######## block 1 ########
Fig. 1: block 1, placement by cell class
Scale: 8 px per um. Fill, decap, tap and diode cells in gray.
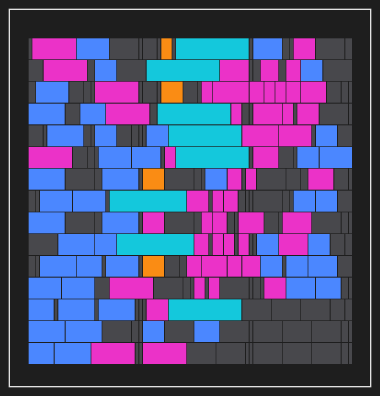

`src/rtl/bus_arbiter_2ch_pkg.sv`:
```
// Shared definitions for the two-channel bus arbiter.
// Holds the FSM state encodings and the burst counter width so the
// arbiter and anything inspecting it agree on them.
package bus_arbiter_2ch_pkg;

  // State encodings (legacy-compatible fixed values)
  localparam logic [1:0] ST_IDLE   = 2'd0;
  localparam logic [1:0] ST_GRANT0 = 2'd1;
  localparam logic [1:0] ST_GRANT1 = 2'd2;

  // Burst counter width; enough for MAX_BURST up to 15
  localparam int CNT_W = 4;

endpackage

```
`src/rtl/bus_arbiter_2ch_mux.sv`:
```
// N-bit 2:1 bus multiplexer used as the arbiter output data path.
// Ports:
//   in0, in1 : N-bit data inputs
//   sel      : 0 selects in0, 1 selects in1
//   out      : selected data, purely combinational
module N_bus_2_1_mux #(
  parameter int N = 8
) (
  input  logic [N-1:0] in0,
  input  logic [N-1:0] in1,
  input  logic         sel,
  output logic [N-1:0] out
);

  assign out = sel ? in1 : in0;

endmodule

```
`src/rtl/bus_arbiter_2ch.sv`:
```
// Two-requester bus arbiter with bounded bursts.
// A requester is granted the shared bus and keeps it for up to MAX_BURST
// transfers while the other requester waits; ties from IDLE go to the
// requester that was not granted last. Data is never dropped while the
// downstream stalls (out_ready=0): the grant and counter simply hold.
// Ports:
//   clk, rst         : clock, asynchronous active-high reset
//   req0/req1        : requester has a word
//   in0/in1          : requester data
//   out_ready        : downstream accepts the word this cycle
//   gnt0/gnt1        : bus ownership
//   out_valid, out   : shared data bus and its valid
//   sel              : registered mux select (0 = in0, 1 = in1)
//
// state     | meaning
// ----------+------------------------------------------
// IDLE      | nobody owns the bus, sel holds last value
// GRANT0    | requester 0 owns the bus
// GRANT1    | requester 1 owns the bus
module bus_arbiter_2ch
  import bus_arbiter_2ch_pkg::*;
#(
  parameter int N         = 8,
  parameter int MAX_BURST = 4
) (
  input  logic         clk,
  input  logic         rst,
  input  logic         req0,
  input  logic         req1,
  input  logic [N-1:0] in0,
  input  logic [N-1:0] in1,
  input  logic         out_ready,
  output logic         gnt0,
  output logic         gnt1,
  output logic         out_valid,
  output logic [N-1:0] out,
  output logic         sel
);

  localparam logic [CNT_W-1:0] BURST_LAST = CNT_W'(MAX_BURST - 1);

  logic [1:0]       state;
  logic [1:0]       state_nxt;
  logic             last;
  logic [CNT_W-1:0] count;
  logic             xfer;
  logic             burst_done;
  logic             grant_entry;

  assign gnt0       = (state == ST_GRANT0);
  assign gnt1       = (state == ST_GRANT1);
  assign out_valid  = (gnt0 & req0) | (gnt1 & req1);
  assign xfer       = out_valid & out_ready;
  assign burst_done = xfer && (count == BURST_LAST);

  always_comb begin
    state_nxt = state;
    case (state)
      ST_IDLE: begin
        if (req0 && req1)
          state_nxt = last ? ST_GRANT0 : ST_GRANT1;
        else if (req0)
          state_nxt = ST_GRANT0;
        else if (req1)
          state_nxt = ST_GRANT1;
      end
      ST_GRANT0: begin
        // A dropped request takes priority over the burst limit.
        if (!req0)
          state_nxt = req1 ? ST_GRANT1 : ST_IDLE;
        else if (burst_done && req1)
          state_nxt = ST_GRANT1;
      end
      ST_GRANT1: begin
        if (!req1)
          state_nxt = req0 ? ST_GRANT0 : ST_IDLE;
        else if (burst_done && req0)
          state_nxt = ST_GRANT0;
      end
      default: state_nxt = ST_IDLE;
    endcase
  end

  // Entering a grant from IDLE or from the other grant; staying in the
  // same grant after a full burst is not an entry (counter wraps instead).
  assign grant_entry = (state_nxt != state) && (state_nxt != ST_IDLE);

  always_ff @(posedge clk or posedge rst) begin
    if (rst) begin
      state <= ST_IDLE;
      sel   <= 1'b0;
      last  <= 1'b1;
      count <= '0;
    end else begin
      state <= state_nxt;
      if (grant_entry) begin
        count <= '0;
        last  <= (state_nxt == ST_GRANT1);
        sel   <= (state_nxt == ST_GRANT1);
      end else if (xfer) begin
        count <= burst_done ? '0 : count + CNT_W'(1);
      end
    end
  end

  N_bus_2_1_mux #(.N(N)) u_mux (
    .in0 (in0),
    .in1 (in1),
    .sel (sel),
    .out (out)
  );

endmodule

```
`config.mk`:
```
export PLATFORM = sky130hd
export DESIGN_NAME = bus_arbiter_2ch
export DESIGN_NICKNAME = d
export VERILOG_FILES = /design/src/rtl/bus_arbiter_2ch_pkg.sv /design/src/rtl/bus_arbiter_2ch_mux.sv /design/src/rtl/bus_arbiter_2ch.sv
export SDC_FILE = /design/constraint.sdc
export NUM_CORES = 1
export LEC_CHECK = 0
export CORE_AREA = 2 2 43 45
export CTS_CLUSTER_SIZE = 14
export DETAILED_ROUTE_END_ITERATION = 7
export DIE_AREA = 0 0 45 47
export PLACE_DENSITY = 0.76
export SYNTH_ARGS = -nofsm -noshare
export SYNTH_HDL_FRONTEND = slang
export SYNTH_SLANG_ARGS = --single-unit
```
`constraint.sdc`:
```
create_clock -name clk -period 1.9 [get_ports clk]
set_input_delay 0.57 -clock clk [delete_from_list [all_inputs] [get_ports clk]]
set_output_delay 0.57 -clock clk [all_outputs]
set_load 0.01 [all_outputs]
```
######## block 2 ########
## config.mk

```make
export PLATFORM = sky130hd
export DESIGN_NAME = regfile_mp
export DESIGN_NICKNAME = d
export VERILOG_FILES = /design/src/rtl/rf_pkg.sv /design/src/rtl/regfile_scoreboard.sv /design/src/rtl/regfile_mp.sv
export SDC_FILE = /design/constraint.sdc
export NUM_CORES = 2
export LEC_CHECK = 0
export CAP_MARGIN = 20
export CORE_MARGIN = 3
export CORE_UTILIZATION = 60
export CTS_CLUSTER_SIZE = 20
export DETAILED_ROUTE_END_ITERATION = 12
export GPL_TIMING_DRIVEN = 0
export PLACE_DENSITY = 0.78
export SLEW_MARGIN = 10
export SYNTH_ARGS = -nofsm -noshare
export SYNTH_HDL_FRONTEND = slang
export SYNTH_SLANG_ARGS = --single-unit
```

## constraint.sdc

```tcl
create_clock -name clk -period 6.6 [get_ports clk]
set_clock_uncertainty 0.15 [all_clocks]
set_input_delay 1.32 -clock clk [delete_from_list [all_inputs] [get_ports clk]]
set_output_delay 1.32 -clock clk [all_outputs]
set_load 0.005 [all_outputs]
```

## src/rtl/rf_pkg.sv

```systemverilog
// Shared register-file constants and index type.
// Used by the register file, decoder and issue logic.
package rf_pkg;

  localparam int RF_REG_COUNT  = 32;
  localparam int RF_DATA_WIDTH = 32;
  localparam int RF_ADDR_WIDTH = 5;
  localparam int ZERO_IDX      = 0;

  typedef logic [RF_ADDR_WIDTH-1:0] reg_idx_t;

endpackage

```

## src/rtl/regfile_scoreboard.sv

```systemverilog
// Busy scoreboard: one bit per register, set by allocate, cleared by
// write or flush. Ports: we/wr_addr, alloc, flush in; rd_addr in, rd_busy out.
module regfile_scoreboard
  import rf_pkg::*;
#(
  parameter int REG_COUNT  = RF_REG_COUNT,
  parameter int ADDR_WIDTH = RF_ADDR_WIDTH,
  parameter int NUM_READ   = 2,
  parameter int NUM_WRITE  = 1,
  parameter bit ZERO_REG   = 1'b1,
  parameter bit BYPASS     = 1'b1
) (
  input  logic                          clk,
  input  logic                          rst_n,
  input  logic [NUM_WRITE-1:0]          we,
  input  logic [NUM_WRITE*ADDR_WIDTH-1:0] wr_addr,
  input  logic                          alloc_en,
  input  logic [ADDR_WIDTH-1:0]         alloc_addr,
  input  logic                          flush,
  input  logic [NUM_READ*ADDR_WIDTH-1:0] rd_addr,
  output logic [NUM_READ-1:0]           rd_busy
);

  localparam logic [ADDR_WIDTH-1:0] ZIDX = ADDR_WIDTH'(ZERO_IDX);

  logic [REG_COUNT-1:0] busy;
  logic                 alloc_ok;

  // Flush beats allocate; reset suppresses allocate.
  assign alloc_ok = rst_n & alloc_en & ~flush
                  & ~(ZERO_REG && alloc_addr == ZIDX);

  always_ff @(posedge clk or negedge rst_n) begin
    if (!rst_n) begin
      busy <= '0;
    end else if (flush) begin
      busy <= '0;
    end else begin
      for (int i = 0; i < REG_COUNT; i++) begin
        automatic logic clr = 1'b0;
        for (int w = 0; w < NUM_WRITE; w++)
          if (we[w] &&
              wr_addr[w*ADDR_WIDTH +: ADDR_WIDTH] == ADDR_WIDTH'(i))
            clr = 1'b1;
        // A new producer supersedes the completing one.
        if (alloc_ok && alloc_addr == ADDR_WIDTH'(i))
          busy[i] <= 1'b1;
        else if (clr)
          busy[i] <= 1'b0;
      end
    end
  end

  always_comb begin
    rd_busy = '0;
    for (int p = 0; p < NUM_READ; p++) begin
      automatic logic [ADDR_WIDTH-1:0] idx;
      automatic logic hit = 1'b0;
      idx = rd_addr[p*ADDR_WIDTH +: ADDR_WIDTH];
      for (int w = 0; w < NUM_WRITE; w++)
        if (we[w] && wr_addr[w*ADDR_WIDTH +: ADDR_WIDTH] == idx)
          hit = 1'b1;
      if (ZERO_REG && idx == ZIDX)
        rd_busy[p] = 1'b0;
      else if (BYPASS && hit)
        rd_busy[p] = alloc_ok && alloc_addr == idx;
      else
        rd_busy[p] = busy[idx];
    end
  end

endmodule

```

## src/rtl/regfile_mp.sv

```systemverilog
// Multi-port register file with write-to-read bypass and busy scoreboard.
// Ports: rd_addr/rd_data/rd_busy reads, wr_* writes, alloc_*, flush.
module regfile_mp
  import rf_pkg::*;
#(
  parameter int REG_COUNT  = RF_REG_COUNT,
  parameter int DATA_WIDTH = RF_DATA_WIDTH,
  parameter int ADDR_WIDTH = RF_ADDR_WIDTH,
  parameter int NUM_READ   = 2,
  parameter int NUM_WRITE  = 1,
  parameter bit ZERO_REG   = 1'b1,
  parameter bit BYPASS     = 1'b1
) (
  input  logic                            clk,
  input  logic                            rst_n,
  input  logic [NUM_READ*ADDR_WIDTH-1:0]  rd_addr,
  output logic [NUM_READ*DATA_WIDTH-1:0]  rd_data,
  output logic [NUM_READ-1:0]             rd_busy,
  input  logic [NUM_WRITE-1:0]            wr_en,
  input  logic [NUM_WRITE*ADDR_WIDTH-1:0] wr_addr,
  input  logic [NUM_WRITE*DATA_WIDTH-1:0] wr_data,
  input  logic                            alloc_en,
  input  logic [ADDR_WIDTH-1:0]           alloc_addr,
  input  logic                            flush
);

  localparam logic [ADDR_WIDTH-1:0] ZIDX = ADDR_WIDTH'(ZERO_IDX);

  logic [DATA_WIDTH-1:0] mem [REG_COUNT];
  logic [NUM_WRITE-1:0]  we;

  // Qualified write strobes: no writes in reset or to the zero register.
  always_comb begin
    we = '0;
    for (int w = 0; w < NUM_WRITE; w++)
      we[w] = rst_n & wr_en[w]
            & ~(ZERO_REG && wr_addr[w*ADDR_WIDTH +: ADDR_WIDTH] == ZIDX);
  end

  // Later ports overwrite earlier ones, so the highest port wins.
  always_ff @(posedge clk or negedge rst_n) begin
    if (!rst_n) begin
      for (int i = 0; i < REG_COUNT; i++)
        mem[i] <= '0;
    end else begin
      for (int w = 0; w < NUM_WRITE; w++)
        if (we[w])
          mem[wr_addr[w*ADDR_WIDTH +: ADDR_WIDTH]] <=
            wr_data[w*DATA_WIDTH +: DATA_WIDTH];
    end
  end

  always_comb begin
    rd_data = '0;
    for (int p = 0; p < NUM_READ; p++) begin
      automatic logic [ADDR_WIDTH-1:0] idx;
      automatic logic [DATA_WIDTH-1:0] d;
      idx = rd_addr[p*ADDR_WIDTH +: ADDR_WIDTH];
      d = mem[idx];
      if (BYPASS)
        for (int w = 0; w < NUM_WRITE; w++)
          if (we[w] && wr_addr[w*ADDR_WIDTH +: ADDR_WIDTH] == idx)
            d = wr_data[w*DATA_WIDTH +: DATA_WIDTH];
      if (ZERO_REG && idx == ZIDX)
        d = '0;
      rd_data[p*DATA_WIDTH +: DATA_WIDTH] = d;
    end
  end

  regfile_scoreboard #(
    .REG_COUNT  (REG_COUNT),
    .ADDR_WIDTH (ADDR_WIDTH),
    .NUM_READ   (NUM_READ),
    .NUM_WRITE  (NUM_WRITE),
    .ZERO_REG   (ZERO_REG),
    .BYPASS     (BYPASS)
  ) u_sb (
    .clk        (clk),
    .rst_n      (rst_n),
    .we         (we),
    .wr_addr    (wr_addr),
    .alloc_en   (alloc_en),
    .alloc_addr (alloc_addr),
    .flush      (flush),
    .rd_addr    (rd_addr),
    .rd_busy    (rd_busy)
  );

endmodule

```

Fig. 2: block 2, metal 2
Scale: 1 px per um.
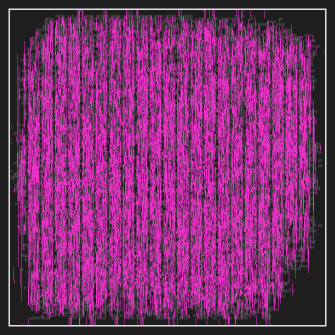
3969 nets have wire on it. The wires run mostly vertical. The layer carries 97.7 mm of wire. The layer holds 39% of the routed length. The longest straight run is 147 um.

==> run summary, block 2 <==
run metrics: outcome complete, but fails checks, most frequent logic cell in the layout dfrtp_1, Slew HR 2.95%, CTS Buf Count 112, GRT met2 Usage 65.5%, Adders+Majority by Area 0%, Compound Share, Synth 4.42%, IO Port Bufs 112, failing checks negative setup slack, yosys xor share 0.306%, Post-synth EDFFs 0, # setup viols final 44, fin crit period 6.99 ns, number of global-route vias before repair 42900, fin. max-slew vios 0, Met2 Routed Length 97.7 mm, Setup crit end rd_data[29], setup ws final -0.389 ns, FF-to-FF path depth 1, # hold bufs at CTS 0, Most used DFF post-synth dfrtp_1, mean area per synthesized cell 14.7 sq um, Least-Margin Pin Slew 1.46 ns, initial antenna violation count 23
==> block 2: worst max-delay path, cell delays in order <==
cell and delay (ns):
clkbuf_1 0.82, clkbuf_1 0.67, buf_8 0.26, clkbuf_1 1.07, nand2_1 0.24, a32oi_1 0.35
o21ai_1 0.21, clkdlybuf4s50_1 0.54
==> block 2: power by group <==
part / total [mW] / internal (mW) / switching, mW
clock network: 6.51 / 3.70 / 2.81
registers: 7.90 / 7.28 / 0.626
logic: 3.43 / 1.76 / 1.67
==> block 2: sequential cells by signal, indices dropped and copies added, names as in the netlist <==
signal,count
u_sb.busy,32
mem,1024
==> block 2: cell families after synthesis <==
group | count (synthesis)
AOI/OAI and AO/OA | 344
muxes | 1680
DFF | 1056
xor gates and xnor gates | 20
and+or+nand+nor | 321
buffers and inverters | 472
==> block 2: cell type report <==
type | count | share of cell area, %
antenna | 28 | 0.108
sequential | 1056 | 40.6
timing repair buffer | 189 | 3.60
multi-input combinational | 2365 | 44.1
inverter | 29 | 0.167
buffer | 441 | 3.46
tap | 1254 | 2.41
clock buffer | 163 | 5.00
clock inverter | 35 | 0.611
Fig. 3: block 1, ports around the boundary
Scale: 6 px per um. Pins as bars across the die edge, other pins in gray.
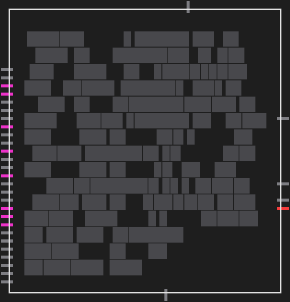
Key: gnt1 = red [pins 1, direction output, edge east]; out = magenta [pins 8, direction output, edge west]

## Picture notes: Fig. 1
Key: remaining buffers and delay cells = blue [cells 47]; clock drivers and dummy loads = orange [cells 4]; sequential cells = cyan [cells 8]; combinational and other logic = magenta [cells 51]

==> run summary, block 1 <==
run metrics: syn nets 82, # setup viols final 0, maximum VDD drop 0.000704 V, maximum clock rate 0.531 GHz, FF-to-FF End count[3]$_DFFE_PP0P_, Die Y 47 um, Non-CTS buffers 47, CP top delay family flip-flops, tool warnings 28, num sequential 8, root buffer cell clkbuf_4, outcome complete, no violations, yosys xor share 1.54%, Pwr per Cell Area 1040 nW/um^2, mapped cell area 568 sq um, RSZ-0062 raised after global routing yes, Final Hold Fails 0, # hold bufs at CTS 0, Initial DRT Pass Iterations 4, Synth Warn # 0
-- block 1: per-stage QoR --
| step | instance area [sq um] | utilization (%) | std cells | setup WS, ns | power (mW) |
|---|---|---|---|---|---|
| after floorplan | 568 | - | 60 | 0.223 | 0.577 |
| after global placement | 973 | 58.9 | 117 | -0.628 | 0.880 |
| after detailed placement | 973 | 58.9 | 117 | -0.636 | 0.886 |
| after CTS | 1020 | 61.7 | 122 | -0.0609 | 1.07 |
| after global routing | 1110 | 67.5 | 127 | -0.0181 | 1.25 |
| final | 1110 | 67.5 | 127 | 0.0153 | 1.16 |
-- block 1: synth_stat cells (2+ instances only) --
cell     number
nand2_1       2
and3b_2       2
nor2_1        7
mux2_2        8
a21o_1        3
o21ai_0       5
a21oi_1       3
dfrtp_1       7
mux2i_1       2
inv_1         5
-- block 1: report_power, final --
| group | internal, mW | total [mW] | leakage, nW | switching (mW) |
|---|---|---|---|---|
| clock | 0.0802 | 0.136 | 0.0150 | 0.0562 |
| combinational | 0.469 | 0.730 | 0.553 | 0.261 |
| sequential | 0.233 | 0.294 | 0.102 | 0.0617 |
-- block 1: state kept, by name, indices dropped and copies added (netlist names) --
register / flops
last: 1
count: 4
state: 2
sel: 1


==> screenshots <==
Clock wires, drivers and flops.
picture 1
Scale: 12 px per um.
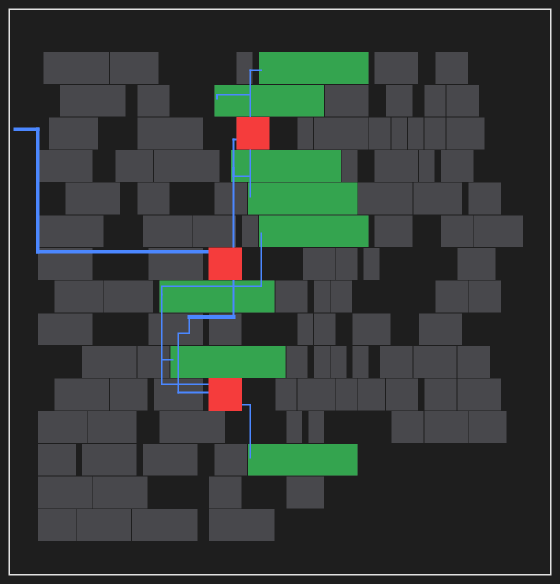
picture 2
Scale: 2 px per um.
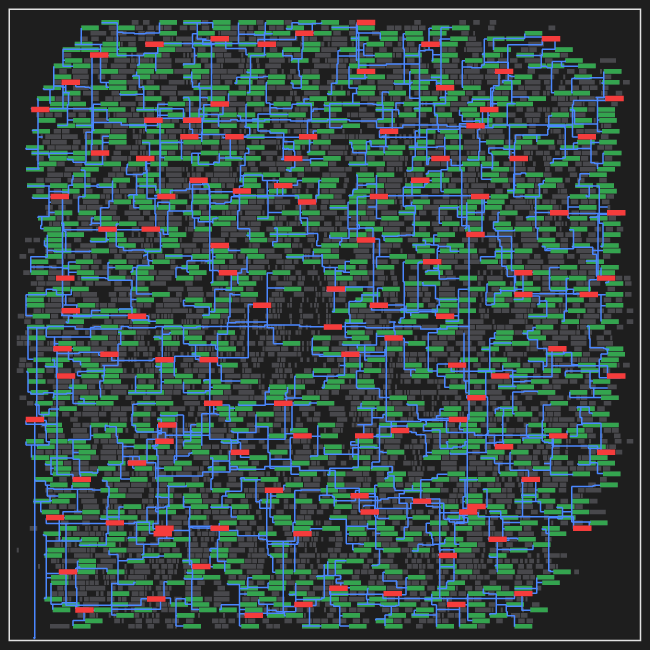
- picture 1 = block 1
- picture 2 = block 2
The one with the most sequential cells is picture 2.
The one with the largest die is picture 2.

Power is estimated from default activity; no workload was simulated.
